######## block 1 ########
### Clock wires, drivers and flops, block 1

Bar = 50 um.
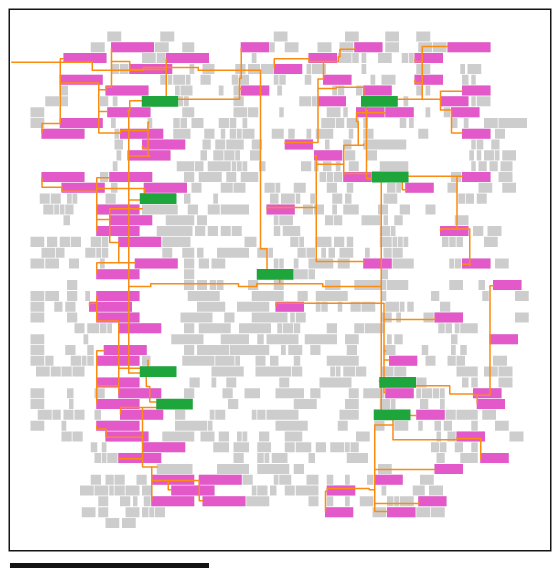

File: src/rtl/fp_unpack_pkg.sv
// Shared constants for the IEEE-754 unpack pipeline: class indices and common format widths.
package fp_unpack_pkg;

  localparam int unsigned CLS_ZERO   = 0;
  localparam int unsigned CLS_DENORM = 1;
  localparam int unsigned CLS_NORM   = 2;
  localparam int unsigned CLS_INF    = 3;
  localparam int unsigned CLS_NAN    = 4;
  localparam int unsigned NUM_CLS    = 5;

  localparam int unsigned FP16_EXP_W = 5;
  localparam int unsigned FP16_MAN_W = 10;
  localparam int unsigned FP32_EXP_W = 8;
  localparam int unsigned FP32_MAN_W = 23;
  localparam int unsigned FP64_EXP_W = 11;
  localparam int unsigned FP64_MAN_W = 52;

endpackage

File: src/rtl/fp_unpack_pipe_lzc.sv
// Combinational leading-zero counter; an all-zero input yields W.
module fp_lzc #(
  parameter  int unsigned W  = 23,
  localparam int unsigned CW = $clog2(W + 1)
) (
  input  logic [W-1:0]  data_i,
  output logic [CW-1:0] cnt_o
);

  // Scanning upward lets the highest set bit overwrite lower ones.
  always_comb begin
    cnt_o = CW'(W);
    for (int unsigned i = 0; i < W; i++) begin
      if (data_i[i]) cnt_o = CW'(W - 1 - i);
    end
  end

endmodule

File: src/rtl/fp_unpack_pipe.sv
// Two-stage IEEE-754 classifier/unpacker with valid/ready flow control.
// Optional per-class output counters are built when FP_UNPACK_STATS_EN is defined.
module fp_unpack_pipe
  import fp_unpack_pkg::*;
#(
  parameter int unsigned EXP_W = FP32_EXP_W,
  parameter int unsigned MAN_W = FP32_MAN_W,
  parameter int unsigned CNT_W = 16
) (
  input  logic                     clk,
  input  logic                     reset,
  input  logic                     in_valid,
  output logic                     in_ready,
  input  logic [EXP_W+MAN_W:0]     in_data,
  output logic                     out_valid,
  input  logic                     out_ready,
  output logic                     out_sign,
  output logic [EXP_W+1:0]         out_exp,
  output logic [MAN_W:0]           out_mant,
  output logic [NUM_CLS-1:0]       out_class,
  output logic                     out_snan
`ifdef FP_UNPACK_STATS_EN
  ,
  input  logic                     stats_clr,
  output logic [NUM_CLS*CNT_W-1:0] stats_cnt
`endif
);

  localparam int unsigned LZ_W = $clog2(MAN_W + 1);
  localparam int unsigned XW   = EXP_W + 2;
  localparam logic [XW-1:0] BIAS = XW'((2 ** (EXP_W - 1)) - 1);

  if (MAN_W >= (2 ** EXP_W) || CNT_W == 0) begin : g_bad_params
    $error("fp_unpack_pipe: MAN_W must be below 2**EXP_W and CNT_W nonzero");
  end

  // Input field decode
  logic               in_sign;
  logic [EXP_W-1:0]   in_exp;
  logic [MAN_W-1:0]   in_frac;
  logic [NUM_CLS-1:0] in_class;
  logic [LZ_W-1:0]    in_lz;
  logic               exp_zero, exp_ones, frac_zero;

  assign {in_sign, in_exp, in_frac} = in_data;
  assign exp_zero  = ~|in_exp;
  assign exp_ones  = &in_exp;
  assign frac_zero = ~|in_frac;

  always_comb begin
    in_class = '0;
    if (exp_zero)      in_class[frac_zero ? CLS_ZERO : CLS_DENORM] = 1'b1;
    else if (exp_ones) in_class[frac_zero ? CLS_INF : CLS_NAN]     = 1'b1;
    else               in_class[CLS_NORM]                          = 1'b1;
  end

  fp_lzc #(
    .W(MAN_W)
  ) u_lzc (
    .data_i(in_frac),
    .cnt_o (in_lz)
  );

  // Handshake
  logic s1_valid_q, s1_valid_d;
  logic s2_valid_q, s2_valid_d;
  logic s2_adv, s1_adv, accept;

  assign s2_adv   = !s2_valid_q || out_ready;
  assign s1_adv   = s1_valid_q && s2_adv;
  assign in_ready = !s1_valid_q || s2_adv;
  assign accept   = in_valid && in_ready;

  always_comb begin
    s1_valid_d = s1_valid_q;
    if (accept)      s1_valid_d = 1'b1;
    else if (s1_adv) s1_valid_d = 1'b0;
    s2_valid_d = s2_adv ? s1_valid_q : s2_valid_q;
  end

  always_ff @(posedge clk) begin
    if (reset) begin
      s1_valid_q <= 1'b0;
      s2_valid_q <= 1'b0;
    end else begin
      s1_valid_q <= s1_valid_d;
      s2_valid_q <= s2_valid_d;
    end
  end

  // Stage 1 data
  logic               s1_sign_q;
  logic [EXP_W-1:0]   s1_exp_q;
  logic [MAN_W-1:0]   s1_frac_q;
  logic [NUM_CLS-1:0] s1_class_q;
  logic [LZ_W-1:0]    s1_lz_q;

  always_ff @(posedge clk) begin
    if (accept) begin
      s1_sign_q  <= in_sign;
      s1_exp_q   <= in_exp;
      s1_frac_q  <= in_frac;
      s1_class_q <= in_class;
      s1_lz_q    <= in_lz;
    end
  end

  // Stage 2 unpack
  logic [XW-1:0]   exp_d;
  logic [MAN_W:0]  mant_d;
  logic            snan_d;
  logic [LZ_W:0]   lz_p1;

  assign lz_p1 = {1'b0, s1_lz_q} + 1'b1;

  always_comb begin
    exp_d  = '0;
    mant_d = '0;
    snan_d = 1'b0;
    unique case (1'b1)
      s1_class_q[CLS_NORM]: begin
        exp_d  = XW'(s1_exp_q) - BIAS;
        mant_d = {1'b1, s1_frac_q};
      end
      s1_class_q[CLS_DENORM]: begin
        // 1 - BIAS - (lz + 1) folds to -BIAS - lz.
        exp_d  = '0 - BIAS - XW'(s1_lz_q);
        mant_d = {1'b0, s1_frac_q} << lz_p1;
      end
      s1_class_q[CLS_INF]: begin
        exp_d = BIAS + 1'b1;
      end
      s1_class_q[CLS_NAN]: begin
        exp_d  = BIAS + 1'b1;
        mant_d = {1'b0, s1_frac_q};
        snan_d = ~s1_frac_q[MAN_W-1];
      end
      s1_class_q[CLS_ZERO]: ;
      default: ;
    endcase
  end

  logic               out_sign_q;
  logic [XW-1:0]      out_exp_q;
  logic [MAN_W:0]     out_mant_q;
  logic [NUM_CLS-1:0] out_class_q;
  logic               out_snan_q;

  always_ff @(posedge clk) begin
    if (reset) begin
      out_sign_q  <= 1'b0;
      out_exp_q   <= '0;
      out_mant_q  <= '0;
      out_class_q <= '0;
      out_snan_q  <= 1'b0;
    end else if (s1_adv) begin
      out_sign_q  <= s1_sign_q;
      out_exp_q   <= exp_d;
      out_mant_q  <= mant_d;
      out_class_q <= s1_class_q;
      out_snan_q  <= snan_d;
    end
  end

  assign out_valid = s2_valid_q;
  assign out_sign  = out_sign_q;
  assign out_exp   = out_exp_q;
  assign out_mant  = out_mant_q;
  assign out_class = out_class_q;
  assign out_snan  = out_snan_q;

`ifdef FP_UNPACK_STATS_EN
  logic [CNT_W-1:0] cnt_q [NUM_CLS];

  // Clear wins over a same-cycle increment; counters stick at all-ones.
  always_ff @(posedge clk) begin
    if (reset || stats_clr) begin
      for (int unsigned i = 0; i < NUM_CLS; i++) cnt_q[i] <= '0;
    end else if (s2_valid_q && out_ready) begin
      for (int unsigned i = 0; i < NUM_CLS; i++) begin
        if (out_class_q[i] && cnt_q[i] != '1) cnt_q[i] <= cnt_q[i] + 1'b1;
      end
    end
  end

  always_comb begin
    stats_cnt = '0;
    for (int unsigned i = 0; i < NUM_CLS; i++) stats_cnt[i*CNT_W +: CNT_W] = cnt_q[i];
  end
`endif

endmodule

File: config.mk
export PLATFORM = sky130hd
export DESIGN_NAME = fp_unpack_pipe
export DESIGN_NICKNAME = d
export VERILOG_FILES = /design/src/rtl/fp_unpack_pkg.sv /design/src/rtl/fp_unpack_pipe_lzc.sv /design/src/rtl/fp_unpack_pipe.sv
export SDC_FILE = /design/constraint.sdc
export NUM_CORES = 1
export LEC_CHECK = 0
export CAP_MARGIN = 15
export CORE_MARGIN = 5
export CORE_UTILIZATION = 30
export CTS_BUF_LIST = sky130_fd_sc_hd__clkbuf_16
export CTS_CLUSTER_SIZE = 8
export DETAILED_ROUTE_END_ITERATION = 7
export GPL_TIMING_DRIVEN = 1
export PLACE_DENSITY_LB_ADDON = 0.08
export SYNTH_ARGS = -nofsm -noshare
export SYNTH_HDL_FRONTEND = slang
export SYNTH_SLANG_ARGS = --single-unit
File: constraint.sdc
create_clock -name clk -period 2 [get_ports clk]
set_input_delay 0.4 -clock clk [delete_from_list [all_inputs] [get_ports clk]]
set_output_delay 0.4 -clock clk [all_outputs]
set_load 0.02 [all_outputs]
######## block 2 ########
`config.mk`:
```
export PLATFORM = sky130hd
export DESIGN_NAME = pipelined_adder_flat
export DESIGN_NICKNAME = d
export VERILOG_FILES = /design/src/rtl/pipelined_adder_if.sv /design/src/rtl/pipelined_adder.sv /design/src/flat_wrapper.sv
export SDC_FILE = /design/constraint.sdc
export NUM_CORES = 1
export LEC_CHECK = 0
export ABC_AREA = 1
export ABC_CLOCK_PERIOD_IN_PS = 2600
export CORE_UTILIZATION = 40
export CTS_BUF_LIST = sky130_fd_sc_hd__clkbuf_8
export DETAILED_ROUTE_END_ITERATION = 16
export HOLD_SLACK_MARGIN = 0.05
export PLACE_DENSITY = 0.7
export SLEW_MARGIN = 20
export SYNTH_ARGS = -nofsm -noshare
export SYNTH_HDL_FRONTEND = slang
export SYNTH_SLANG_ARGS = --single-unit
```
`constraint.sdc`:
```
create_clock -name clk -period 2.6 [get_ports clk]
set_input_delay 0.65 -clock clk [delete_from_list [all_inputs] [get_ports clk]]
set_output_delay 0.65 -clock clk [all_outputs]
set_load 0.05 [all_outputs]
```
`src/rtl/pipelined_adder_if.sv`:
```
// Valid/ready streaming bundle for pipelined_adder: operand beat in, result beat out.
// master drives operands and out_ready; slave is the adder.
interface pipelined_adder_if #(
    parameter int unsigned WIDTH = 64
);
    logic             in_valid;
    logic             in_ready;
    logic [WIDTH-1:0] val1;
    logic [WIDTH-1:0] val2;
    logic             cin;
    logic             sub;
    logic             out_valid;
    logic             out_ready;
    logic [WIDTH-1:0] valOut;
    logic             cout;
    logic             ovf;
    logic             zero;

    modport master (
        output in_valid, val1, val2, cin, sub, out_ready,
        input  in_ready, out_valid, valOut, cout, ovf, zero
    );

    modport slave (
        input  in_valid, val1, val2, cin, sub, out_ready,
        output in_ready, out_valid, valOut, cout, ovf, zero
    );
endinterface

```
`src/rtl/pipelined_adder.sv`:
```
// WIDTH-bit add/subtract split into STAGES registered ripple-carry slices.
// Stage k adds slice k; operands and partial results travel with the beat.
module pipelined_adder #(
    parameter int unsigned WIDTH  = 64,
    parameter int unsigned STAGES = 4
) (
    input  logic               clk,
    input  logic               reset_n,
    pipelined_adder_if.slave   io
);
    localparam int unsigned CW = WIDTH / STAGES;

    if (STAGES < 1 || (WIDTH % STAGES) != 0) begin : g_param_check
        $error("pipelined_adder: WIDTH must be a multiple of STAGES and STAGES >= 1");
    end

    logic adv;

    logic [STAGES-1:0]            v_q, v_d;
    logic [STAGES-1:0]            c_q, c_d;
    logic [STAGES-1:0][WIDTH-1:0] a_q, a_d;
    logic [STAGES-1:0][WIDTH-1:0] b_q, b_d;
    logic [STAGES-1:0][WIDTH-1:0] r_q, r_d;

    // Element k of each chain is the input to stage k; element STAGES is the final register.
    logic [STAGES:0]              v_chain, c_chain;
    logic [STAGES:0][WIDTH-1:0]   a_chain, b_chain, r_chain;
    logic [CW:0]                  sum;
    logic                         unused_chain;

    assign adv = ~v_q[STAGES-1] | io.out_ready;

    assign v_chain = {v_q, io.in_valid};
    assign c_chain = {c_q, io.sub | io.cin};
    assign a_chain = {a_q, io.val1};
    assign b_chain = {b_q, io.sub ? ~io.val2 : io.val2};
    assign r_chain = {r_q, {WIDTH{1'b0}}};

    assign unused_chain = ^{a_chain[STAGES], b_chain[STAGES], r_chain[STAGES],
                            c_chain[STAGES], v_chain[STAGES]};

    always_comb begin
        v_d = '0;
        c_d = '0;
        a_d = '0;
        b_d = '0;
        r_d = '0;
        sum = '0;
        for (int unsigned k = 0; k < STAGES; k++) begin
            sum = {1'b0, a_chain[k][k*CW +: CW]} + {1'b0, b_chain[k][k*CW +: CW]}
                + {{CW{1'b0}}, c_chain[k]};
            v_d[k] = v_chain[k];
            a_d[k] = a_chain[k];
            b_d[k] = b_chain[k];
            r_d[k] = r_chain[k];
            r_d[k][k*CW +: CW] = sum[CW-1:0];
            c_d[k] = sum[CW];
        end
    end

    // Bubbles shift like beats; a stall freezes every stage including the outputs.
    always_ff @(posedge clk or negedge reset_n) begin
        if (!reset_n) begin
            v_q <= '0;
            c_q <= '0;
            a_q <= '0;
            b_q <= '0;
            r_q <= '0;
        end else if (adv) begin
            v_q <= v_d;
            c_q <= c_d;
            a_q <= a_d;
            b_q <= b_d;
            r_q <= r_d;
        end
    end

    assign io.in_ready  = adv;
    assign io.out_valid = v_q[STAGES-1];
    assign io.valOut    = r_q[STAGES-1];
    assign io.cout      = c_q[STAGES-1];
    assign io.ovf       = (a_q[STAGES-1][WIDTH-1] == b_q[STAGES-1][WIDTH-1])
                        & (r_q[STAGES-1][WIDTH-1] != a_q[STAGES-1][WIDTH-1]);
    assign io.zero      = (r_q[STAGES-1] == '0);
endmodule
```
`src/flat_wrapper.sv`:
```
// flat-port wrapper written by rule: the top's interface ports become plain ports
module pipelined_adder_flat 
#(
    parameter int unsigned WIDTH  = 64,
    parameter int unsigned STAGES = 4
)
  (clk, reset_n, io_in_valid, io_val1, io_val2, io_cin, io_sub, io_out_ready, io_in_ready, io_out_valid, io_valOut, io_cout, io_ovf, io_zero);
  pipelined_adder_if #(.WIDTH(WIDTH)) io_i ();
  input  logic clk;
  input  logic reset_n;
  input wire logic [$bits(io_i.in_valid)-1:0] io_in_valid;
  input wire logic [$bits(io_i.val1)-1:0] io_val1;
  input wire logic [$bits(io_i.val2)-1:0] io_val2;
  input wire logic [$bits(io_i.cin)-1:0] io_cin;
  input wire logic [$bits(io_i.sub)-1:0] io_sub;
  input wire logic [$bits(io_i.out_ready)-1:0] io_out_ready;
  output wire logic [$bits(io_i.in_ready)-1:0] io_in_ready;
  output wire logic [$bits(io_i.out_valid)-1:0] io_out_valid;
  output wire logic [$bits(io_i.valOut)-1:0] io_valOut;
  output wire logic [$bits(io_i.cout)-1:0] io_cout;
  output wire logic [$bits(io_i.ovf)-1:0] io_ovf;
  output wire logic [$bits(io_i.zero)-1:0] io_zero;
  assign io_i.in_valid = io_in_valid;
  assign io_i.val1 = io_val1;
  assign io_i.val2 = io_val2;
  assign io_i.cin = io_cin;
  assign io_i.sub = io_sub;
  assign io_i.out_ready = io_out_ready;
  assign io_in_ready = io_i.in_ready;
  assign io_out_valid = io_i.out_valid;
  assign io_valOut = io_i.valOut;
  assign io_cout = io_i.cout;
  assign io_ovf = io_i.ovf;
  assign io_zero = io_i.zero;
  pipelined_adder #(.WIDTH(WIDTH), .STAGES(STAGES)) u_core (.clk(clk), .reset_n(reset_n), .io(io_i));
endmodule
```
######## block 3 ########
`src/rtl/tdm_pkg.sv`:
```
`default_nettype none
// ============================================================================
// Module   : tdm_pkg
// Purpose  : Shared constants and state encoding for the 8-slot TDM nibble
//            link. Used by both the receive-side demultiplexer and the
//            transmit-side sequencer.
// Contents : NUM_SLOTS, SLOT_W, TDM_WIDTH, tdm_state_t
// Revision : 1.0 - initial release
// ============================================================================
package tdm_pkg;

    localparam int NUM_SLOTS = 8;
    localparam int SLOT_W    = 3;
    localparam int TDM_WIDTH = 4;

    typedef enum logic [0:0] {
        ST_HUNT   = 1'b0,
        ST_LOCKED = 1'b1
    } tdm_state_t;

endpackage
`default_nettype wire

```
`src/rtl/tdm_slot_counter.sv`:
```
`default_nettype none
// ============================================================================
// Module   : tdm_slot_counter
// Purpose  : Slot index tracker for the TDM demultiplexer. Holds the slot
//            expected for the next valid word.
// Ports    : clk, rst       - clock, synchronous active-high reset
//            i_load1        - sync accepted; slot 0 just written, go to 1
//            i_inc          - valid word accepted; advance with wrap 7->0
//            o_slot         - current slot index
//            o_terminal     - current slot is the last slot of the frame
// Revision : 1.0 - initial release
// ============================================================================
module tdm_slot_counter
    import tdm_pkg::*;
(
    input  logic              clk,
    input  logic              rst,
    input  logic              i_load1,
    input  logic              i_inc,
    output logic [SLOT_W-1:0] o_slot,
    output logic              o_terminal
);

    logic [SLOT_W-1:0] r_slot;

    // Load-to-1 wins over increment: a resync always restarts the frame.
    // Wrap 7->0 falls out of the natural 3-bit overflow.
    always_ff @(posedge clk) begin
        if (rst) begin
            r_slot <= '0;
        end else if (i_load1) begin
            r_slot <= SLOT_W'(1);
        end else if (i_inc) begin
            r_slot <= r_slot + SLOT_W'(1);
        end
    end

    assign o_slot     = r_slot;
    assign o_terminal = (r_slot == SLOT_W'(NUM_SLOTS - 1));

endmodule
`default_nettype wire

```
`src/rtl/tdm_demux_1to8.sv`:
```
`default_nettype none
// ============================================================================
// Module   : tdm_demux_1to8
// Purpose  : Receive-side 1-to-8 TDM demultiplexer. Locks to SYNC-marked
//            slot 0, collects seven words in shadow registers and presents
//            the complete frame on O0..O7 with a one-cycle FRAME_VALID.
// Ports    : clk, rst       - clock, synchronous active-high reset
//            D, D_VALID     - incoming word and its qualifier
//            SYNC           - current word is slot 0 (only when D_VALID)
//            O0..O7         - registered channel outputs
//            FRAME_VALID    - pulse, O0..O7 just updated
//            SLOT           - slot expected for the next valid word
//            LOCKED         - framing acquired
//            SYNC_ERR       - pulse, SYNC arrived at a nonzero slot
// Revision : 1.0 - initial release
// ============================================================================
module tdm_demux_1to8
    import tdm_pkg::*;
#(
    parameter int WIDTH = TDM_WIDTH
)(
    input  logic             clk,
    input  logic             rst,
    input  logic [WIDTH-1:0] D,
    input  logic             D_VALID,
    input  logic             SYNC,
    output logic [WIDTH-1:0] O0,
    output logic [WIDTH-1:0] O1,
    output logic [WIDTH-1:0] O2,
    output logic [WIDTH-1:0] O3,
    output logic [WIDTH-1:0] O4,
    output logic [WIDTH-1:0] O5,
    output logic [WIDTH-1:0] O6,
    output logic [WIDTH-1:0] O7,
    output logic             FRAME_VALID,
    output logic [2:0]       SLOT,
    output logic             LOCKED,
    output logic             SYNC_ERR
);

    tdm_state_t        r_state;
    tdm_state_t        w_state_next;

    logic [SLOT_W-1:0] w_slot;
    logic              w_terminal;
    logic              w_load1;
    logic              w_inc;
    logic              w_wr_shadow;
    logic [SLOT_W-1:0] w_wr_idx;
    logic              w_frame_done;
    logic              w_sync_err;

    // Slot 7 never needs a shadow: its word goes straight to O7.
    logic [WIDTH-1:0]  r_shadow [NUM_SLOTS-1];
    logic [WIDTH-1:0]  r_out    [NUM_SLOTS];
    logic              r_frame_valid;
    logic              r_sync_err;

    tdm_slot_counter u_slot_counter (
        .clk        (clk),
        .rst        (rst),
        .i_load1    (w_load1),
        .i_inc      (w_inc),
        .o_slot     (w_slot),
        .o_terminal (w_terminal)
    );

    always_ff @(posedge clk) begin
        if (rst) begin
            r_state <= ST_HUNT;
        end else begin
            r_state <= w_state_next;
        end
    end

    always_comb begin
        w_state_next = r_state;
        w_load1      = 1'b0;
        w_inc        = 1'b0;
        w_wr_shadow  = 1'b0;
        w_frame_done = 1'b0;
        w_sync_err   = 1'b0;
        case (r_state)
            ST_HUNT: begin
                if (D_VALID && SYNC) begin
                    w_load1      = 1'b1;
                    w_wr_shadow  = 1'b1;
                    w_state_next = ST_LOCKED;
                end
            end
            ST_LOCKED: begin
                if (D_VALID) begin
                    if (SYNC && (w_slot != '0)) begin
                        // Misplaced SYNC: drop the partial frame and restart
                        // with this word as slot 0.
                        w_sync_err  = 1'b1;
                        w_load1     = 1'b1;
                        w_wr_shadow = 1'b1;
                    end else begin
                        w_inc = 1'b1;
                        if (w_terminal) begin
                            w_frame_done = 1'b1;
                        end else begin
                            w_wr_shadow = 1'b1;
                        end
                    end
                end
            end
            default: begin
                w_state_next = ST_HUNT;
            end
        endcase
    end

    assign w_wr_idx = w_load1 ? '0 : w_slot;

    always_ff @(posedge clk) begin
        if (rst) begin
            for (int i = 0; i < NUM_SLOTS - 1; i++) begin
                r_shadow[i] <= '0;
            end
            for (int i = 0; i < NUM_SLOTS; i++) begin
                r_out[i] <= '0;
            end
            r_frame_valid <= 1'b0;
            r_sync_err    <= 1'b0;
        end else begin
            r_frame_valid <= w_frame_done;
            r_sync_err    <= w_sync_err;
            if (w_wr_shadow) begin
                r_shadow[w_wr_idx] <= D;
            end
            if (w_frame_done) begin
                for (int i = 0; i < NUM_SLOTS - 1; i++) begin
                    r_out[i] <= r_shadow[i];
                end
                r_out[NUM_SLOTS-1] <= D;
            end
        end
    end

    assign O0          = r_out[0];
    assign O1          = r_out[1];
    assign O2          = r_out[2];
    assign O3          = r_out[3];
    assign O4          = r_out[4];
    assign O5          = r_out[5];
    assign O6          = r_out[6];
    assign O7          = r_out[7];
    assign FRAME_VALID = r_frame_valid;
    assign SYNC_ERR    = r_sync_err;
    assign SLOT        = w_slot;
    assign LOCKED      = (r_state == ST_LOCKED);

endmodule
`default_nettype wire

```
`config.mk`:
```
export PLATFORM = sky130hd
export DESIGN_NAME = tdm_demux_1to8
export DESIGN_NICKNAME = d
export VERILOG_FILES = /design/src/rtl/tdm_pkg.sv /design/src/rtl/tdm_slot_counter.sv /design/src/rtl/tdm_demux_1to8.sv
export SDC_FILE = /design/constraint.sdc
export NUM_CORES = 1
export LEC_CHECK = 0
export CORE_MARGIN = 2
export CORE_UTILIZATION = 50
export CTS_CLUSTER_DIAMETER = 30
export DETAILED_ROUTE_END_ITERATION = 7
export GPL_TIMING_DRIVEN = 0
export PLACE_DENSITY_LB_ADDON = 0.15
export SYNTH_ARGS = -nofsm -noshare
export SYNTH_HDL_FRONTEND = slang
export SYNTH_HIERARCHICAL = 1
export SYNTH_SLANG_ARGS = --single-unit
```
`constraint.sdc`:
```
create_clock -name clk -period 3.47 [get_ports clk]
set_clock_uncertainty 0.15 [all_clocks]
set_input_delay 0.347 -clock clk [delete_from_list [all_inputs] [get_ports clk]]
set_output_delay 0.347 -clock clk [all_outputs]
set_load 0.02 [all_outputs]
```
######## block 4 ########
<file path="src/rtl/router_pkg.sv">
// Shared types and header layout for the 1x3 router packet transmitter.
// ROUTER_TX_ERR_INJECT_EN adds a parity-corruption hook to the interface.
package router_pkg;

  localparam int BYTE_W       = 8;
  localparam int HDR_ADDR_LSB = 0;
  localparam int HDR_ADDR_MSB = 1;
  localparam int HDR_LEN_LSB  = 2;
  localparam int HDR_LEN_MSB  = 7;
  localparam int LEN_W        = HDR_LEN_MSB - HDR_LEN_LSB + 1;

  localparam logic [1:0] ADDR_ILLEGAL = 2'b11;

  typedef enum logic [2:0] {
    ST_IDLE    = 3'd0,
    ST_COLLECT = 3'd1,
    ST_ARB     = 3'd2,
    ST_HEADER  = 3'd3,
    ST_PAYLOAD = 3'd4,
    ST_PARITY  = 3'd5,
    ST_GAP     = 3'd6
  } state_t;

  function automatic logic [BYTE_W-1:0] mk_hdr(
    input logic [LEN_W-1:0] len,
    input logic [1:0]       addr
  );
    logic [BYTE_W-1:0] h;
    h = '0;
    h[HDR_LEN_MSB:HDR_LEN_LSB]   = len;
    h[HDR_ADDR_MSB:HDR_ADDR_LSB] = addr;
    return h;
  endfunction

endpackage

</file>
<file path="src/rtl/router_pkt_tx_if.sv">
// Request, payload and router-side signals of the packet transmitter.
// ROUTER_TX_ERR_INJECT_EN adds err_inject to both modports.
interface router_pkt_tx_if;
  import router_pkg::*;

  logic              cmd_valid;
  logic              cmd_ready;
  logic [1:0]        cmd_addr;
  logic [LEN_W-1:0]  cmd_len;
  logic              pl_valid;
  logic              pl_ready;
  logic [BYTE_W-1:0] pl_data;
  logic              busy;
  logic [BYTE_W-1:0] data_out;
  logic              pkt_valid;
  logic              tx_done;
  logic              cmd_err;

`ifdef ROUTER_TX_ERR_INJECT_EN
  logic              err_inject;

  modport master (
    output cmd_valid, cmd_addr, cmd_len, pl_valid, pl_data,
    output busy, err_inject,
    input  cmd_ready, pl_ready, data_out, pkt_valid,
    input  tx_done, cmd_err
  );

  modport slave (
    input  cmd_valid, cmd_addr, cmd_len, pl_valid, pl_data,
    input  busy, err_inject,
    output cmd_ready, pl_ready, data_out, pkt_valid,
    output tx_done, cmd_err
  );
`else
  modport master (
    output cmd_valid, cmd_addr, cmd_len, pl_valid, pl_data,
    output busy,
    input  cmd_ready, pl_ready, data_out, pkt_valid,
    input  tx_done, cmd_err
  );

  modport slave (
    input  cmd_valid, cmd_addr, cmd_len, pl_valid, pl_data,
    input  busy,
    output cmd_ready, pl_ready, data_out, pkt_valid,
    output tx_done, cmd_err
  );
`endif

endinterface

</file>
<file path="src/rtl/router_tx_buf.sv">
// Payload store for one packet: synchronous write, asynchronous read.
// Contents are never reset; only bytes written for the current packet are read.
module router_tx_buf
  import router_pkg::*;
#(
  parameter int DEPTH = 63
) (
  input  logic              clock,
  input  logic              we,
  input  logic [LEN_W-1:0]  wr_ptr,
  input  logic [BYTE_W-1:0] wr_data,
  input  logic [LEN_W-1:0]  rd_ptr,
  output logic [BYTE_W-1:0] rd_data
);

  logic [BYTE_W-1:0] mem [DEPTH];

  always_ff @(posedge clock) begin
    if (we) mem[wr_ptr] <= wr_data;
  end

  assign rd_data = mem[rd_ptr];

endmodule

</file>
<file path="src/rtl/router_pkt_tx.sv">
// Store-and-forward packet source for the 1x3 router input port.
// ROUTER_TX_ERR_INJECT_EN enables err_inject (inverted parity byte).
module router_pkt_tx
  import router_pkg::*;
#(
  parameter int IPG_CYCLES = 2,
  parameter int MAX_LEN    = 63
) (
  input logic            clock,
  input logic            resetn,
  router_pkt_tx_if.slave bus
);

  state_t            state;
  logic [1:0]        addr;
  logic [LEN_W-1:0]  len;
  logic [LEN_W-1:0]  wr_ptr;
  logic [LEN_W-1:0]  rd_ptr;
  logic [BYTE_W-1:0] parity;
  logic [BYTE_W-1:0] rd_data;
  logic [BYTE_W-1:0] par_out;
  logic [7:0]        gap_cnt;
  logic              inject;
  logic              cmd_acc;
  logic              pl_acc;
  logic              cmd_bad;
  logic              last_wr;
  logic              sent_all;

  assign bus.cmd_ready = (state == ST_IDLE);
  assign bus.pl_ready  = (state == ST_COLLECT);
  assign cmd_acc  = bus.cmd_valid & bus.cmd_ready;
  assign pl_acc   = bus.pl_valid & bus.pl_ready;
  assign cmd_bad  = (bus.cmd_addr == ADDR_ILLEGAL) ||
                    (bus.cmd_len > LEN_W'(MAX_LEN));
  assign last_wr  = (wr_ptr == len - LEN_W'(1));
  assign sent_all = (rd_ptr == len);
  assign par_out  = inject ? ~parity : parity;

`ifdef ROUTER_TX_ERR_INJECT_EN
  always_ff @(posedge clock or negedge resetn) begin
    if (!resetn) inject <= 1'b0;
    else if (cmd_acc && !cmd_bad) inject <= bus.err_inject;
  end
`else
  assign inject = 1'b0;
`endif

  router_tx_buf #(
    .DEPTH   (MAX_LEN)
  ) u_buf (
    .clock   (clock),
    .we      (pl_acc),
    .wr_ptr  (wr_ptr),
    .wr_data (bus.pl_data),
    .rd_ptr  (rd_ptr),
    .rd_data (rd_data)
  );

  always_ff @(posedge clock or negedge resetn) begin
    if (!resetn) begin
      state         <= ST_IDLE;
      addr          <= '0;
      len           <= '0;
      wr_ptr        <= '0;
      rd_ptr        <= '0;
      parity        <= '0;
      gap_cnt       <= '0;
      bus.data_out  <= '0;
      bus.pkt_valid <= 1'b0;
      bus.tx_done   <= 1'b0;
      bus.cmd_err   <= 1'b0;
    end else begin
      bus.tx_done <= 1'b0;
      bus.cmd_err <= 1'b0;
      unique case (state)
        ST_IDLE: begin
          if (cmd_acc && cmd_bad) begin
            bus.cmd_err <= 1'b1;
          end else if (cmd_acc) begin
            addr   <= bus.cmd_addr;
            len    <= bus.cmd_len;
            parity <= mk_hdr(bus.cmd_len, bus.cmd_addr);
            wr_ptr <= '0;
            state  <= (bus.cmd_len == '0) ? ST_ARB : ST_COLLECT;
          end
        end
        ST_COLLECT: begin
          if (pl_acc) begin
            parity <= parity ^ bus.pl_data;
            wr_ptr <= wr_ptr + LEN_W'(1);
            if (last_wr) state <= ST_ARB;
          end
        end
        ST_ARB: begin
          if (!bus.busy) begin
            bus.data_out  <= mk_hdr(len, addr);
            bus.pkt_valid <= 1'b1;
            rd_ptr        <= '0;
            state         <= ST_HEADER;
          end
        end
        // rd_ptr counts bytes already sent after the header
        ST_HEADER, ST_PAYLOAD: begin
          if (!bus.busy && sent_all) begin
            bus.data_out  <= par_out;
            bus.pkt_valid <= 1'b0;
            state         <= ST_PARITY;
          end else if (!bus.busy) begin
            bus.data_out <= rd_data;
            rd_ptr       <= rd_ptr + LEN_W'(1);
            state        <= ST_PAYLOAD;
          end
        end
        ST_PARITY: begin
          if (!bus.busy) begin
            bus.data_out <= '0;
            bus.tx_done  <= 1'b1;
            gap_cnt      <= 8'(IPG_CYCLES);
            state        <= ST_GAP;
          end
        end
        ST_GAP: begin
          if (gap_cnt == '0) state <= ST_IDLE;
          else gap_cnt <= gap_cnt - 8'd1;
        end
        default: state <= ST_IDLE;
      endcase
    end
  end

endmodule

</file>
<file path="src/flat_wrapper.sv">
// flat-port wrapper written by rule: the top's interface ports become plain ports
module router_pkt_tx_flat import router_pkg::*;
#(
  parameter int IPG_CYCLES = 2,
  parameter int MAX_LEN    = 63
)
  (clock, resetn, bus_cmd_valid, bus_cmd_addr, bus_cmd_len, bus_pl_valid, bus_pl_data, bus_busy, bus_cmd_ready, bus_pl_ready, bus_data_out, bus_pkt_valid, bus_tx_done, bus_cmd_err);
  router_pkt_tx_if bus_i ();
  input logic clock;
  input logic resetn;
  input wire logic [$bits(bus_i.cmd_valid)-1:0] bus_cmd_valid;
  input wire logic [$bits(bus_i.cmd_addr)-1:0] bus_cmd_addr;
  input wire logic [$bits(bus_i.cmd_len)-1:0] bus_cmd_len;
  input wire logic [$bits(bus_i.pl_valid)-1:0] bus_pl_valid;
  input wire logic [$bits(bus_i.pl_data)-1:0] bus_pl_data;
  input wire logic [$bits(bus_i.busy)-1:0] bus_busy;
  output wire logic [$bits(bus_i.cmd_ready)-1:0] bus_cmd_ready;
  output wire logic [$bits(bus_i.pl_ready)-1:0] bus_pl_ready;
  output wire logic [$bits(bus_i.data_out)-1:0] bus_data_out;
  output wire logic [$bits(bus_i.pkt_valid)-1:0] bus_pkt_valid;
  output wire logic [$bits(bus_i.tx_done)-1:0] bus_tx_done;
  output wire logic [$bits(bus_i.cmd_err)-1:0] bus_cmd_err;
  assign bus_i.cmd_valid = bus_cmd_valid;
  assign bus_i.cmd_addr = bus_cmd_addr;
  assign bus_i.cmd_len = bus_cmd_len;
  assign bus_i.pl_valid = bus_pl_valid;
  assign bus_i.pl_data = bus_pl_data;
  assign bus_i.busy = bus_busy;
  assign bus_cmd_ready = bus_i.cmd_ready;
  assign bus_pl_ready = bus_i.pl_ready;
  assign bus_data_out = bus_i.data_out;
  assign bus_pkt_valid = bus_i.pkt_valid;
  assign bus_tx_done = bus_i.tx_done;
  assign bus_cmd_err = bus_i.cmd_err;
  router_pkt_tx #(.IPG_CYCLES(IPG_CYCLES), .MAX_LEN(MAX_LEN)) u_core (.clock(clock), .resetn(resetn), .bus(bus_i));
endmodule
</file>
<file path="config.mk">
export PLATFORM = sky130hd
export DESIGN_NAME = router_pkt_tx_flat
export DESIGN_NICKNAME = d
export VERILOG_FILES = /design/src/rtl/router_pkg.sv /design/src/rtl/router_pkt_tx_if.sv /design/src/rtl/router_tx_buf.sv /design/src/rtl/router_pkt_tx.sv /design/src/flat_wrapper.sv
export SDC_FILE = /design/constraint.sdc
export NUM_CORES = 1
export LEC_CHECK = 0
export CAP_MARGIN = 5
export CELL_PAD_IN_SITES_DETAIL_PLACEMENT = 1
export CELL_PAD_IN_SITES_GLOBAL_PLACEMENT = 2
export CORE_UTILIZATION = 35
export DETAILED_ROUTE_END_ITERATION = 7
export PLACE_DENSITY_LB_ADDON = 0.1
export SLEW_MARGIN = 20
export SYNTH_ARGS = -nofsm -noshare
export SYNTH_HDL_FRONTEND = slang
export SYNTH_SLANG_ARGS = --single-unit
export TNS_END_PERCENT = 1
</file>
<file path="constraint.sdc">
create_clock -name clock -period 2.7 [get_ports clock]
set_input_delay 0.81 -clock clock [delete_from_list [all_inputs] [get_ports clock]]
set_output_delay 0.81 -clock clock [all_outputs]
set_load 0.05 [all_outputs]
</file>
### I/O pins on the die edge, block 1

Pins as bars across the die edge, other pins in gray.
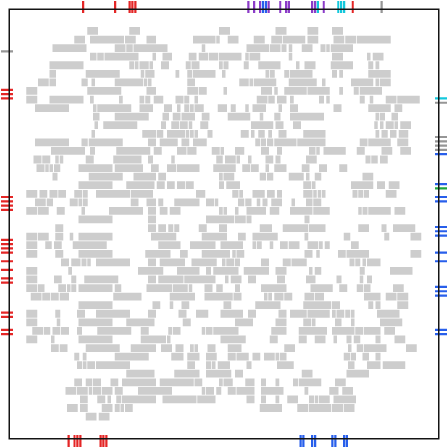
legend:
  blue:
    port: out_mant
    pins: 24
    direction: output
    edge: 14 right, 8 bottom, 2 top
  green:
    port: reset
    pins: 1
    direction: input
    edge: right
  cyan:
    port: out_class
    pins: 5
    direction: output
    edge: 4 top, 1 right
  red:
    port: in_data
    pins: 32
    direction: input
    edge: 19 left, 7 bottom, 6 top
  purple:
    port: out_exp
    pins: 10
    direction: output
    edge: top
Die X: 136 um
Die Y-Extent: 136 um
port buffer count: 78

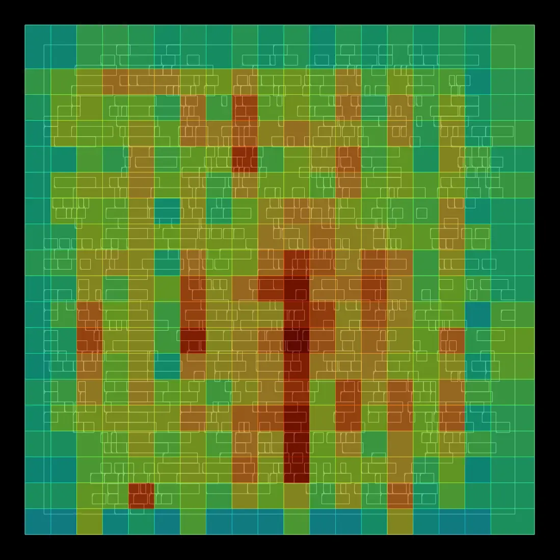
*Routing congestion map, block 1*
met1 Track Usage GR: 0.260
layer carrying the most global-route usage: met2

About 'Clock wires, drivers and flops' of block 1:
legend:
  green:
    item: clock drivers
    count: 9
  magenta:
    item: flip-flops
    count: 84
  orange:
    item: clock wires
    length: 1290 um
flops lie: spread over the die
routed clock nets: 10
skew final: 9.04 ps
clk pwr: 1.85 mW

==> results.txt, block 1 <==
Status on the layout run. Pin count of the biggest net entering global routing landed at 43. For this run, the detailed router reports a per-instance via density of 5.06. In this run, post-CTS repair resized a total of 27 instances. Leaving out fill and tap cells, the most frequent cell in the layout is sky130_fd_sc_hd__buf_4. Yosys mapped the design onto 59 distinct sky130hd cell types. Along the worst path, the maximum fanout reaches 5. The routed layout has 4475 vias.

The final reports fail on negative setup slack. Number of DRC violations after detailed-routing iteration 0 landed at 257. Looking at the reg2reg group, the worst path starts from s1_lz_q[0]. Insertion delay to the later sink of the worst-skew pair landed at 350 ps.

Switching power landed at 1.51 mW. Summed over all nets, the half-perimeter wirelength after detailed placement is 12900 um. The flow ran to the end, but the final reports show violations. OpenROAD warning count landed at 30. After synthesis, the design contains 483 cells according to Yosys. Area fraction in full adders, half adders and majority gates landed at 0.0105. Share of the synthesized area in the top cell type landed at 0.265. Maximum buffer depth of the clock tree landed at 2. Share of the synthesized netlist area taken by xor and xnor gates landed at 0.0255.

Smallest setup slack after layout landed at -237 ps. The H-tree generated during clock tree synthesis spans 3 levels. The post-route utilization of the core is recorded as 0.461. Wire segments on met3 add up to 724 um in the final route. The report puts the cell count of the worst reg-to-reg path at 6. Per the OpenROAD timing report, the critical path contains 6 cells. By instance count after routing, the leading logic cell types are sky130_fd_sc_hd__buf_4, sky130_fd_sc_hd__clkdlybuf4s50_1, sky130_fd_sc_hd__nor2_1, sky130_fd_sc_hd__nand2_1. Endpoints with negative setup slack in the final report add up to 21.
==> block 1: state kept, by name (all words and copies together) (netlist names) <==
signal / count
out_mant: 24
s1_frac_q: 23
out_exp: 9
s1_exp_q: 8
out_class: 5
s1_class_q: 5
s1_lz_q: 5
out_sign: 1
out_snan: 1
out_valid: 1
s1_sign_q: 1
s1_valid_q: 1
==> block 1: power groups by stage <==
stage	sequential, mW	combinational [mW]	clock (mW)
2_1_floorplan	2.06	0.591	0
3_3_place_gp	2.04	1.25	0
3_5_place_dp	2.04	1.25	0
4_1_cts	2.01	1.34	1.89
5_1_grt	2.02	1.56	1.94
6_report	2.01	1.46	1.85
==> block 1: final cells by class <==
class / count / area [um2]
Clock buffer: 11 / 275
Clock inverter: 5 / 56.3
Multi-Input combinational cell: 357 / 2630
Timing Repair Buffer: 202 / 1880
Inverter: 9 / 33.8
Fill cell: 1500 / 8470
Sequential cell: 84 / 2100
Tap cell: 216 / 270
==> block 1: tightest hold or removal path: cells and delay by family, from the launching register on <==
kind	cells	cell delay [ps]
simple gates	1	50
compound gates	1	50
flops	1	310
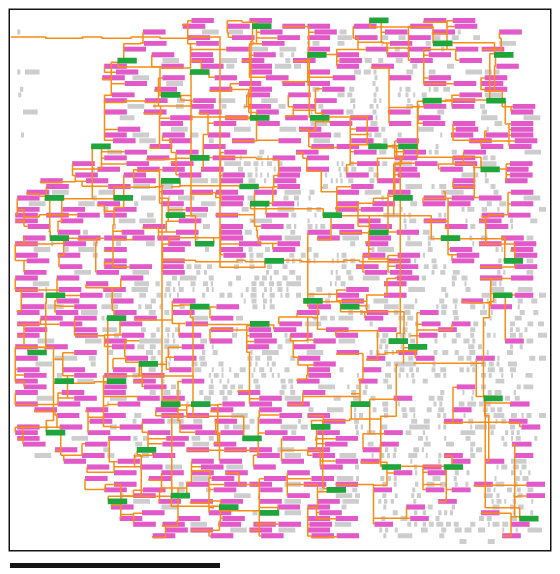
*Clock wires, drivers and flops, block 4*
Bar = 100 um.
legend:
  orange:
    item: clock wires
    length: 7380 um
  green:
    item: clock drivers
    count: 60
  magenta:
    item: flip-flops
    count: 554
flops lie: spread over the die
routed clock nets: 61
Clock power frac: 0.316
skew final: 30.7 ps
clk pwr: 7.97 mW
clock latency on the worst-skew pair: 640 ps

==> results.txt, block 4 <==
Status on the layout run. Pins over their slew limit in the final report were tallied at 0. Non-clock buffer total of the final layout landed at 227. The global routing stage identified its most utilized layer as met2. Counting the buffers created by CTS gives 60.

Post-synth net total landed at 1309. Area figure in the yosys stat output landed at 22700 um2. Timing would allow up to 377 MHz. The pin closest to its max-slew limit shows a slew of 740 ps. Post-route antenna net violation count landed at 0.

The share of the Yosys chip area taken by registers is 0.722. Once layout is complete, the utilization of the core stands at 0.429. TritonCTS reports the number of clock sinks as 554.

The signal on the critical path passes through clkdlybuf4s50_1. Number of levels in the clock H-tree landed at 2. Synthesis-to-finish area growth landed at 20.1%. Number of hold violations in the final report landed at 0.

The flow ran to the end, and the final reports show no timing, DRC or antenna violations. Well tap count landed at 846. Met1 layer usage reported by global route landed at 0.275. Averaged over all synthesized cells, the footprint is 17.7 um2. Estimated wirelength of the detail-placed design landed at 42400 um. Routed length per placed instance landed at 26.6 um. Biggest cell delay along the critical path landed at 820 ps. The clock buffers instantiated in the layout total 70. Per the summary, power density relative to cell area is 926 nW/um2. The core region is 63500 um2. Routed metal-1 wirelength landed at 29200 um. The cell-mix breakdown from Yosys lists the XOR/XNOR area share as 0.00927. Compound-cell area share of the yosys netlist landed at 0.0516. Data arrival time at the worst-slack endpoint landed at 1840 ps.

Total number of multi-input combinational cells landed at 646. Width of the die landed at 257 um. Leaving out filler cells and counting taps, the final layout contains 2394.

Per the cell usage report, the commonest logic cells after layout are sky130_fd_sc_hd__edfxtp_1, sky130_fd_sc_hd__buf_4, sky130_fd_sc_hd__nor2_1, sky130_fd_sc_hd__mux4_2, sky130_fd_sc_hd__mux2i_1.
==> block 4: worst max-delay path by stage <==
stage,endpoint,cells past startpoint
finish,bus_data_out[7],1
detailed placement,u_core.state[0],7
global route,u_core.bus.data_out[4],9
CTS,bus_pl_ready,3
floorplan,bus_pl_ready,4
global placement,u_core.state[0],7
==> block 4: where the power goes <==
group          total, mW  switching [mW]  leakage [nW]  internal, mW
clock               7.97            3.45         0.907          4.51
combinational       6.98            3.88          2.92          3.10
sequential          10.3           0.580          5.15          9.72
==> block 4: state kept, by name, indices dropped and copies added (netlist names) <==
name	flops
u_core.bus.pkt_valid	1
u_core.par_out	8
u_core.gap_cnt	8
u_core.wr_ptr	6
u_core.state	3
u_core.addr	2
u_core.rd_ptr	6
u_core.bus.data_out	8
u_core.u_buf.mem	504
u_core.bus.tx_done	1
u_core.len	6
u_core.bus.cmd_err	1
==> block 4: stage by stage <==
stage / setup TNS, ps / total power, mW / hold slack (ps)
floorplan: 0 / 14.8 / 452
finish: 0 / 25.2 / 157
detailed placement: -29490 / 17.6 / 495
global route: -45.0 / 26.3 / 162
CTS: -89.1 / 25.6 / 155
global placement: -26750 / 17.5 / 494
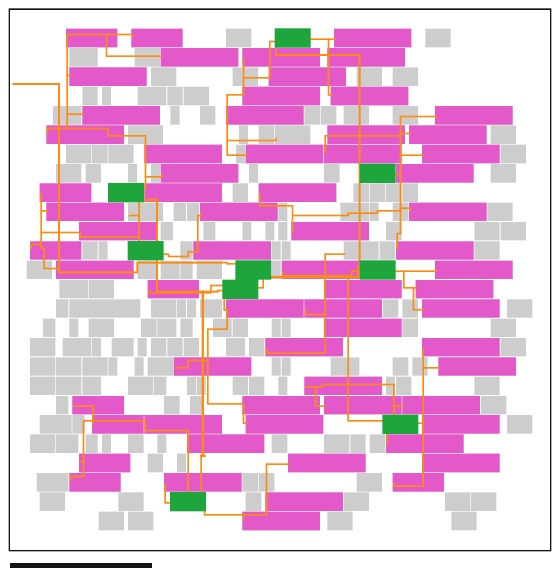
*Clock wires, drivers and flops, block 3*
Bar = 20 um.
legend:
  magenta:
    item: flip-flops
    count: 66
  green:
    item: clock drivers
    count: 9
  orange:
    item: clock wires
    length: 709 um
routed clock nets: 10
flops lie: spread over the die
clock latency on the worst-skew pair: 330 ps
Clock power frac: 0.370

==> results.txt, block 3 <==
Status on the layout run. Looking at the clock tree report, the maximum root-to-sink buffer count equals 2. Synthesized area divided by synthesized cell count landed at 14.6 um2. The main area contributors are sky130_fd_sc_hd__edfxtp_1, sky130_fd_sc_hd__dfxtp_1, sky130_fd_sc_hd__and2_1. The flow reports power dissipated in the clock network as 0.599 mW. Data arrival time at the worst-slack endpoint landed at 2630 ps. Number of synthesized flops with an enable pin landed at 56. For this configuration, the core starts out at a cell density of 0.514. The run finished with clean final reports.

Well tap count landed at 70. Once placement finished, the instance area stood at 3120 um2. Worst slew slack as a fraction of its limit landed at 0.189. The global routing report lists met3 layer usage as 0.0486. Global routing put the most usage on met2.

The design draws 1.62 mW. Number of cell instances on the worst register-to-register path landed at 3. Routed length per placed instance landed at 14.0 um.

CTS sink count landed at 66. Share of the synthesized area in the top cell type landed at 0.648. Switching power as a fraction of the total was reported as 0.211. Detailed route wirelength on metal2 landed at 2180 um. The launch point of the worst min-delay path is recorded as SYNC.
block 3: placed cells by master, fill, tap and decap left out, types with 3 or more instances in the layout:
| master | count |
|---|---|
| sky130_fd_sc_hd__nor2b_1 | 5 |
| sky130_fd_sc_hd__nand2b_1 | 5 |
| sky130_fd_sc_hd__clkdlybuf4s50_1 | 44 |
| sky130_fd_sc_hd__clkbuf_1 | 5 |
| sky130_fd_sc_hd__nand2_1 | 4 |
| sky130_fd_sc_hd__nor3_1 | 6 |
| sky130_fd_sc_hd__and2_1 | 26 |
| sky130_fd_sc_hd__nor4_1 | 4 |
| sky130_fd_sc_hd__inv_1 | 7 |
| sky130_fd_sc_hd__edfxtp_1 | 56 |
| sky130_fd_sc_hd__nor2_1 | 18 |
| sky130_fd_sc_hd__mux2i_1 | 3 |
| sky130_fd_sc_hd__mux2_2 | 4 |
| sky130_fd_sc_hd__dfxtp_1 | 10 |
| sky130_fd_sc_hd__a21oi_1 | 3 |
| sky130_fd_sc_hd__clkbuf_8 | 13 |
block 3: registers in the layout, indices dropped and copies added (netlist names):
register	flops
SYNC_ERR	1
FRAME_VALID	1
r_shadow	28
r_out	32
LOCKED	1
u_slot_counter/o_slot	3
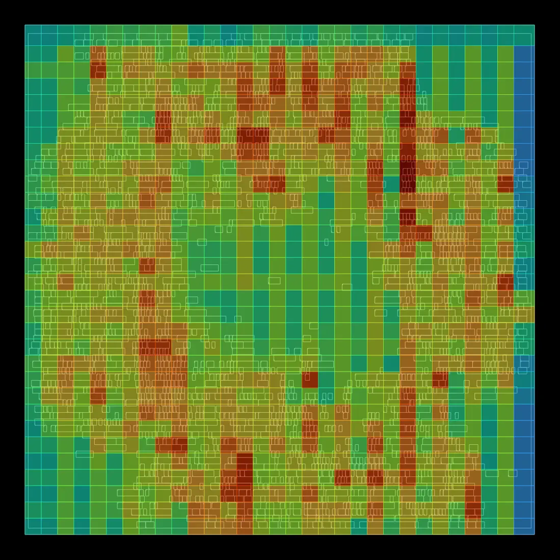
*Routing congestion map, block 2*
WL/cell: 13.8 um
core occupancy in the finished layout: 0.492
Total GRT Usage: 0.187
layer carrying the most global-route usage: met2
routing usage on met2: 0.308

==> results.txt, block 2 <==
Status on the layout run. Combinational share of cell area landed at 0.347. Total number of multi-input combinational cells landed at 1570. Across all register-to-register paths, the minimum setup slack is 290 ps. Before antenna repair, the detailed router went through 5 iterations. For reference, the top cells by count after synthesis are sky130_fd_sc_hd__nand2_1, sky130_fd_sc_hd__dfrtp_1, sky130_fd_sc_hd__inv_1. The most critical min-delay path falls under reg -> reg. Hold path depth landed at 2.

The flow ran to the end, but the final reports show violations. In this run the standard cell core region covers 44600 um2. Final count of negative-setup-slack endpoints landed at 1. The final reports fail on negative setup slack. In the routed layout, each cell is associated on average with a via count of 4.70.

Post-place setup slack landed at -270 ps. Sequential cells placed in the final layout were counted as 362. Once routing completed, OpenROAD measured the worst setup slack at -22.6 ps.
## block 2: report_power, final
part | internal [mW] | switching [mW]
Combinational | 4.39 | 8.01
Sequential | 8.17 | 1.69
Clock | 3.03 | 2.26
Total | 15.6 | 11.9
## block 2: flip-flops by register name, indices dropped and copies added (netlist names)
register,flops
u_core.a_chain,97
u_core.b_chain,97
u_core.c_q,4
u_core.io.valOut,64
u_core.r_chain,96
u_core.v_q,4
## block 2: timing repair
| item | in CTS | in global routing |
|---|---|---|
| endpoints found under the setup margin | 10 | 4 |
| hold buffers | 1 | 0 |
| buffers inserted | 3 | 4 |
| gates resized | 41 | 16 |
| hold endpoints to repair | 47 | 0 |
| cloned | 0 | 0 |
| pin swaps | 5 | 10 |
## block 2: metal layers
| metal | wire (um) | global-route usage | share of wire |
|---|---|---|---|
| met5 | 13 | 0 | 0.00031 |
| met4 | 930 | 0.0608 | 0.022 |
| met3 | 1980 | 0.0334 | 0.047 |
| met2 | 20000 | 0.308 | 0.47 |
| met1 | 19600 | 0.248 | 0.46 |

######## block 5 ########
### Where the registers sit, block 5

Other sequential cells in the stronger gray, the rest of the logic in the fainter gray.
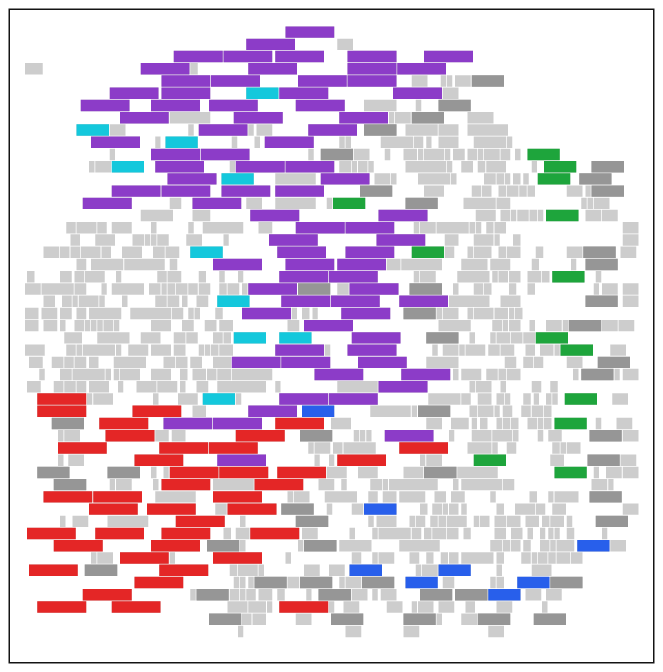
### I/O pins on the die edge, block 5

Pins as bars across the die edge, other pins in gray.
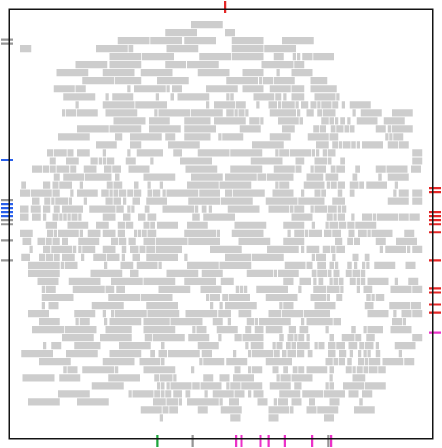
### Routing congestion map, block 5

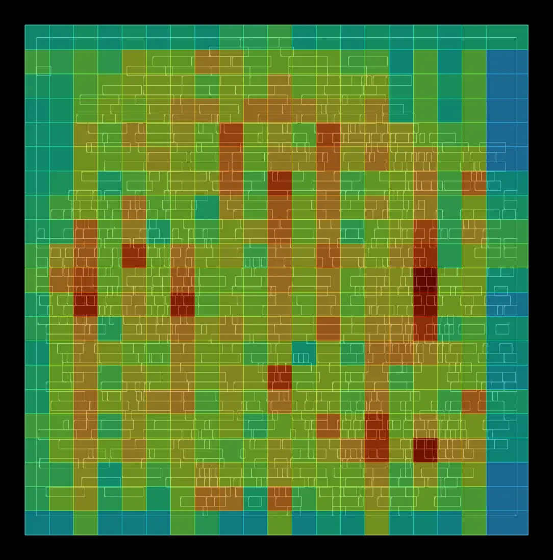
==> src/rtl/conf_disp_accumulate.sv <==
// Sliding-window accumulator of confidence and confidence*disparity over the
// trailing win_size pixels of a line, saturated to the divider input widths.
module conf_disp_accumulate #(
  parameter int disp_bits = 5,
  parameter int conf_bits = 5,
  parameter int win_size  = 8
) (
  input  logic                   clk,
  input  logic                   reset,
  input  logic [disp_bits-1:0]   in_disp,
  input  logic [conf_bits-1:0]   in_conf,
  input  logic                   in_sol,
  input  logic                   in_valid,
  output logic [7:0]             out_conf,
  output logic [8+disp_bits-1:0] out_conf_disp,
  output logic                   out_valid
);

  localparam int win_log     = $clog2(win_size);
  localparam int prod_bits   = conf_bits + disp_bits;
  localparam int sum_c_bits  = conf_bits + win_log;
  localparam int sum_cd_bits = prod_bits + win_log;
  localparam int out_cd_bits = 8 + disp_bits;
  localparam int fill_bits   = win_log + 1;
  localparam int unsigned conf_max = 255;
  localparam int unsigned cd_max   = (2 ** out_cd_bits) - 1;

  logic [conf_bits-1:0]   hist_c [win_size];
  logic [prod_bits-1:0]   hist_p [win_size];
  logic [fill_bits-1:0]   fill;
  logic [conf_bits-1:0]   conf_r, old_c_r;
  logic [prod_bits-1:0]   prod_r, old_p_r;
  logic                   sol_r, v1, v2;
  logic [sum_c_bits-1:0]  sum_c;
  logic [sum_cd_bits-1:0] sum_cd;
  logic                   drop_oldest;

  // The oldest entry only leaves the window once the window is full; a line
  // start discards everything, so stale history is never subtracted.
  assign drop_oldest = (fill == fill_bits'(win_size)) && !in_sol;

  // History needs no reset: the fill count masks whatever it holds.
  always_ff @(posedge clk) begin
    if (in_valid) begin
      for (int i = win_size - 1; i > 0; i--) begin
        hist_c[i] <= hist_c[i-1];
        hist_p[i] <= hist_p[i-1];
      end
      hist_c[0] <= in_conf;
      hist_p[0] <= prod_bits'(in_conf) * prod_bits'(in_disp);
    end
  end

  always_ff @(posedge clk) begin
    if (reset) begin
      fill    <= '0;
      conf_r  <= '0;
      prod_r  <= '0;
      old_c_r <= '0;
      old_p_r <= '0;
      sol_r   <= 1'b0;
      v1      <= 1'b0;
    end else begin
      v1 <= in_valid;
      if (in_valid) begin
        conf_r  <= in_conf;
        prod_r  <= prod_bits'(in_conf) * prod_bits'(in_disp);
        sol_r   <= in_sol;
        old_c_r <= drop_oldest ? hist_c[win_size-1] : '0;
        old_p_r <= drop_oldest ? hist_p[win_size-1] : '0;
        if (in_sol)
          fill <= fill_bits'(1);
        else if (fill != fill_bits'(win_size))
          fill <= fill + fill_bits'(1);
      end
    end
  end

  // Running sums restart from zero on a line-start beat.
  always_ff @(posedge clk) begin
    if (reset) begin
      sum_c  <= '0;
      sum_cd <= '0;
      v2     <= 1'b0;
    end else begin
      v2 <= v1;
      if (v1) begin
        sum_c  <= (sol_r ? '0 : sum_c) + sum_c_bits'(conf_r) - sum_c_bits'(old_c_r);
        sum_cd <= (sol_r ? '0 : sum_cd) + sum_cd_bits'(prod_r) - sum_cd_bits'(old_p_r);
      end
    end
  end

  always_ff @(posedge clk) begin
    if (reset) begin
      out_conf      <= '0;
      out_conf_disp <= '0;
      out_valid     <= 1'b0;
    end else begin
      out_valid <= v2;
      if (v2) begin
        out_conf      <= (32'(sum_c) > conf_max) ? 8'hFF : 8'(sum_c);
        out_conf_disp <= (32'(sum_cd) > cd_max) ? {out_cd_bits{1'b1}}
                                                 : out_cd_bits'(sum_cd);
      end
    end
  end

endmodule

==> config.mk <==
export PLATFORM = sky130hd
export DESIGN_NAME = conf_disp_accumulate
export DESIGN_NICKNAME = d
export VERILOG_FILES = /design/src/rtl/conf_disp_accumulate.sv
export SDC_FILE = /design/constraint.sdc
export NUM_CORES = 1
export LEC_CHECK = 0
export CAP_MARGIN = 20
export CORE_AREA = 3 3 140 142
export DETAILED_ROUTE_END_ITERATION = 16
export DIE_AREA = 0 0 143 145
export SETUP_SLACK_MARGIN = 0.3
export SLEW_MARGIN = 40
export SYNTH_ARGS = -nofsm -noshare
export SYNTH_HDL_FRONTEND = slang
export SYNTH_SLANG_ARGS = --single-unit
==> constraint.sdc <==
create_clock -name clk -period 4 [get_ports clk]
set_input_delay 0.8 -clock clk [delete_from_list [all_inputs] [get_ports clk]]
set_output_delay 0.8 -clock clk [all_outputs]
set_load 0.03 [all_outputs]
==> results.txt <==
Status on the layout run. Overall routing resource usage landed at 0.159. The timing report shows the most common cell along the critical path to be sky130_fd_sc_hd__fa_1. The largest registers in the layout are hist_p: 80 flops, hist_c: 40 flops.

Full die area landed at 20700 um2. Total power normalized to cell area comes to 535 nW/um2. For the combinational group, total power comes out at 1.22 mW. In this run the top signal layer used is met4. Pins over their slew limit in the final report were tallied at 0.

Of the synthesized area, sequential elements account for 0.595. Setup repair after global routing left no endpoint under its margin. Per the run summary, max-cap violations total 0. Initial antenna violation count landed at 0. The flow ran to the end, and the final reports show no timing, DRC or antenna violations. Among logic cells in the layout, the one with the most instances is sky130_fd_sc_hd__edfxtp_1. Placer's final routability congestion estimate landed at 0.813.
Notes on 'Where the registers sit' of block 5 above:
legend:
  blue:
    name_in_the_netlist: sum_c
    placed_flops: 8
  red:
    name_in_the_netlist: hist_c
    placed_flops: 40
  cyan:
    name_in_the_netlist: prod_r
    placed_flops: 10
  purple:
    name_in_the_netlist: hist_p
    placed_flops: 80
  green:
    name_in_the_netlist: sum_cd
    placed_flops: 13
not colored: 49
core occupancy in the finished layout: 0.547
flop share of the area: 0.512
power in sequential cells: 2.47 mW
Reg area: 5200 um2

Notes on 'I/O pins on the die edge' of block 5 above:
legend:
  red:
    port: out_conf_disp
    pins: 13
    direction: output
    edge: 12 right, 1 top
  green:
    port: reset
    pins: 1
    direction: input
    edge: bottom
  magenta:
    port: out_conf
    pins: 8
    direction: output
    edge: 7 bottom, 1 right
  blue:
    port: in_conf
    pins: 5
    direction: input
    edge: left
Die Y-Extent: 145 um
Die X: 143 um
port buffer count: 35

Notes on 'Routing congestion map' of block 5 above:
routing usage on met2: 0.244
met3 track demand over resource: 0.0382

-- cell families (layout without fill, tap and decap cells) --
| logic type | Yosys count | after routing | synth area share |
|---|---|---|---|
| muxes | 52 | 52 | 0.0596 |
| adders and majority gates | 65 | 65 | 0.114 |
| DFF | 200 | 200 | 0.595 |
| buffers and inverters | 99 | 170 | 0.0433 |
| AOI/OAI and AO/OA | 89 | 89 | 0.0719 |
| xor gates and xnor gates | 11 | 11 | 0.0110 |
| and+or+nand+nor | 190 | 190 | 0.106 |
-- layout make-up --
| type | instances | area, um2 |
|---|---|---|
| fillers | 1535 | 8420 |
| well taps | 234 | 293 |
| inverters | 77 | 289 |
| flip-flops and latches | 200 | 5200 |
| clock buffers | 17 | 425 |
| clock inverters | 15 | 191 |
| repair buffers | 61 | 549 |
| multi-input cells | 407 | 3210 |


==> notes/layouts.md <==
Pictures saved along the way, in no particular order.

Where the registers sit.
Other sequential cells in the stronger gray, the rest of the logic in the fainter gray.
picture 1
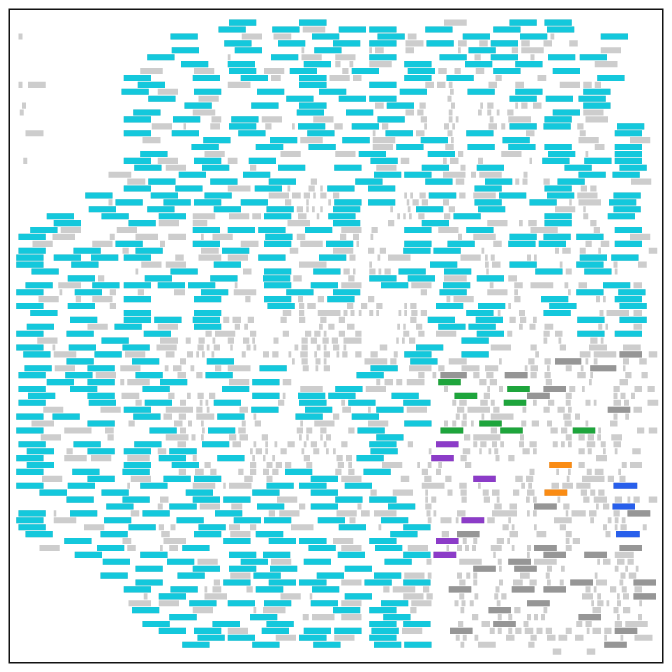
picture 2
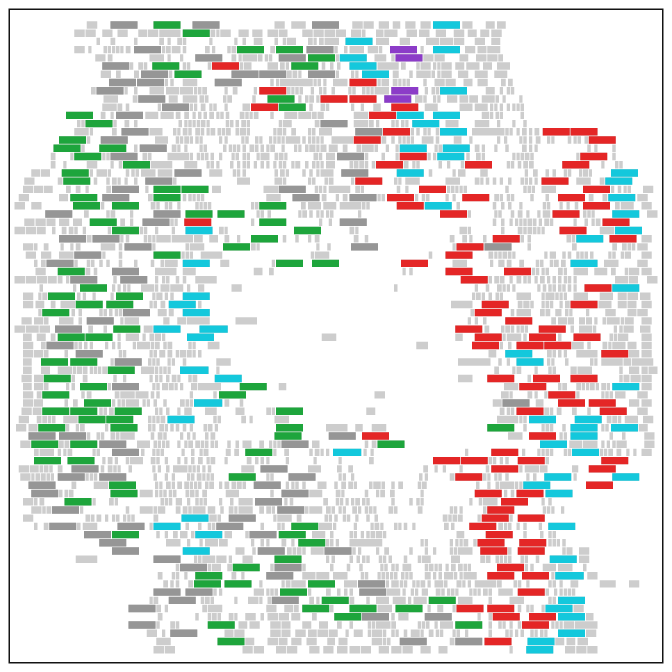
picture 3
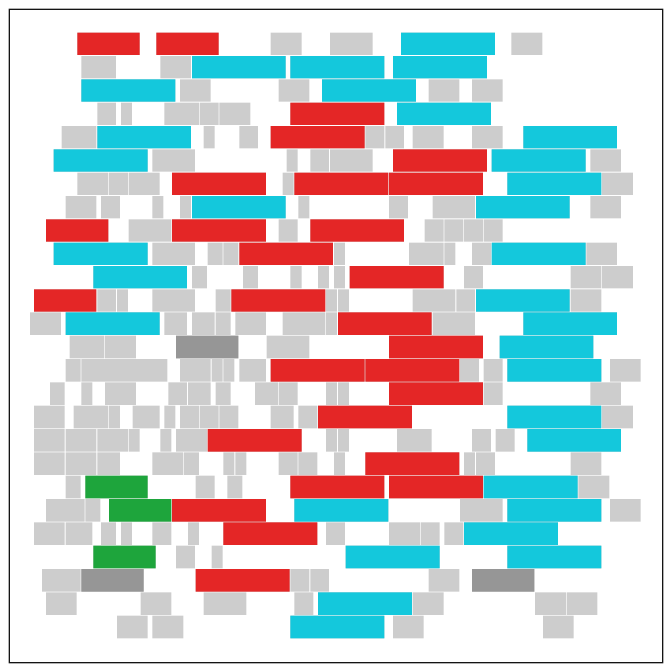
picture 4
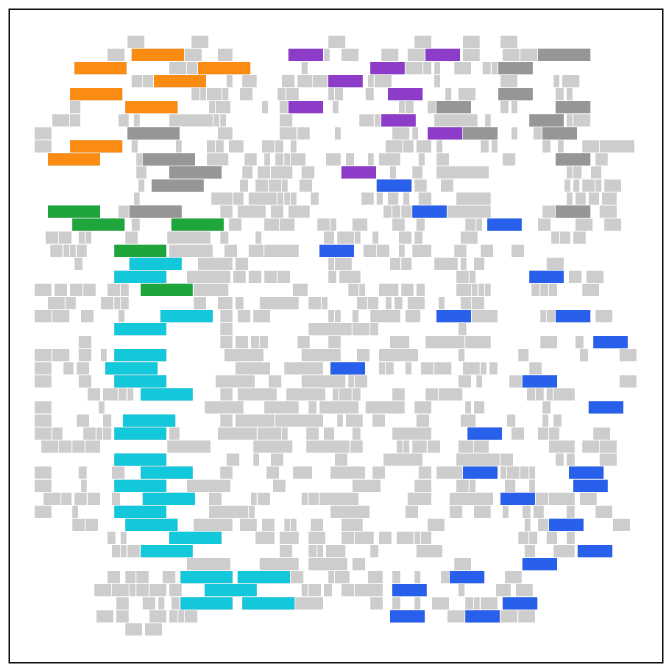
For block 3, see picture 3.
For block 2, see picture 2.
For block 4, see picture 1.
For block 1, see picture 4.
The one with the most sequential cells is picture 1.
The one with the most cells is picture 2.

Power and IR drop assume default switching activity.
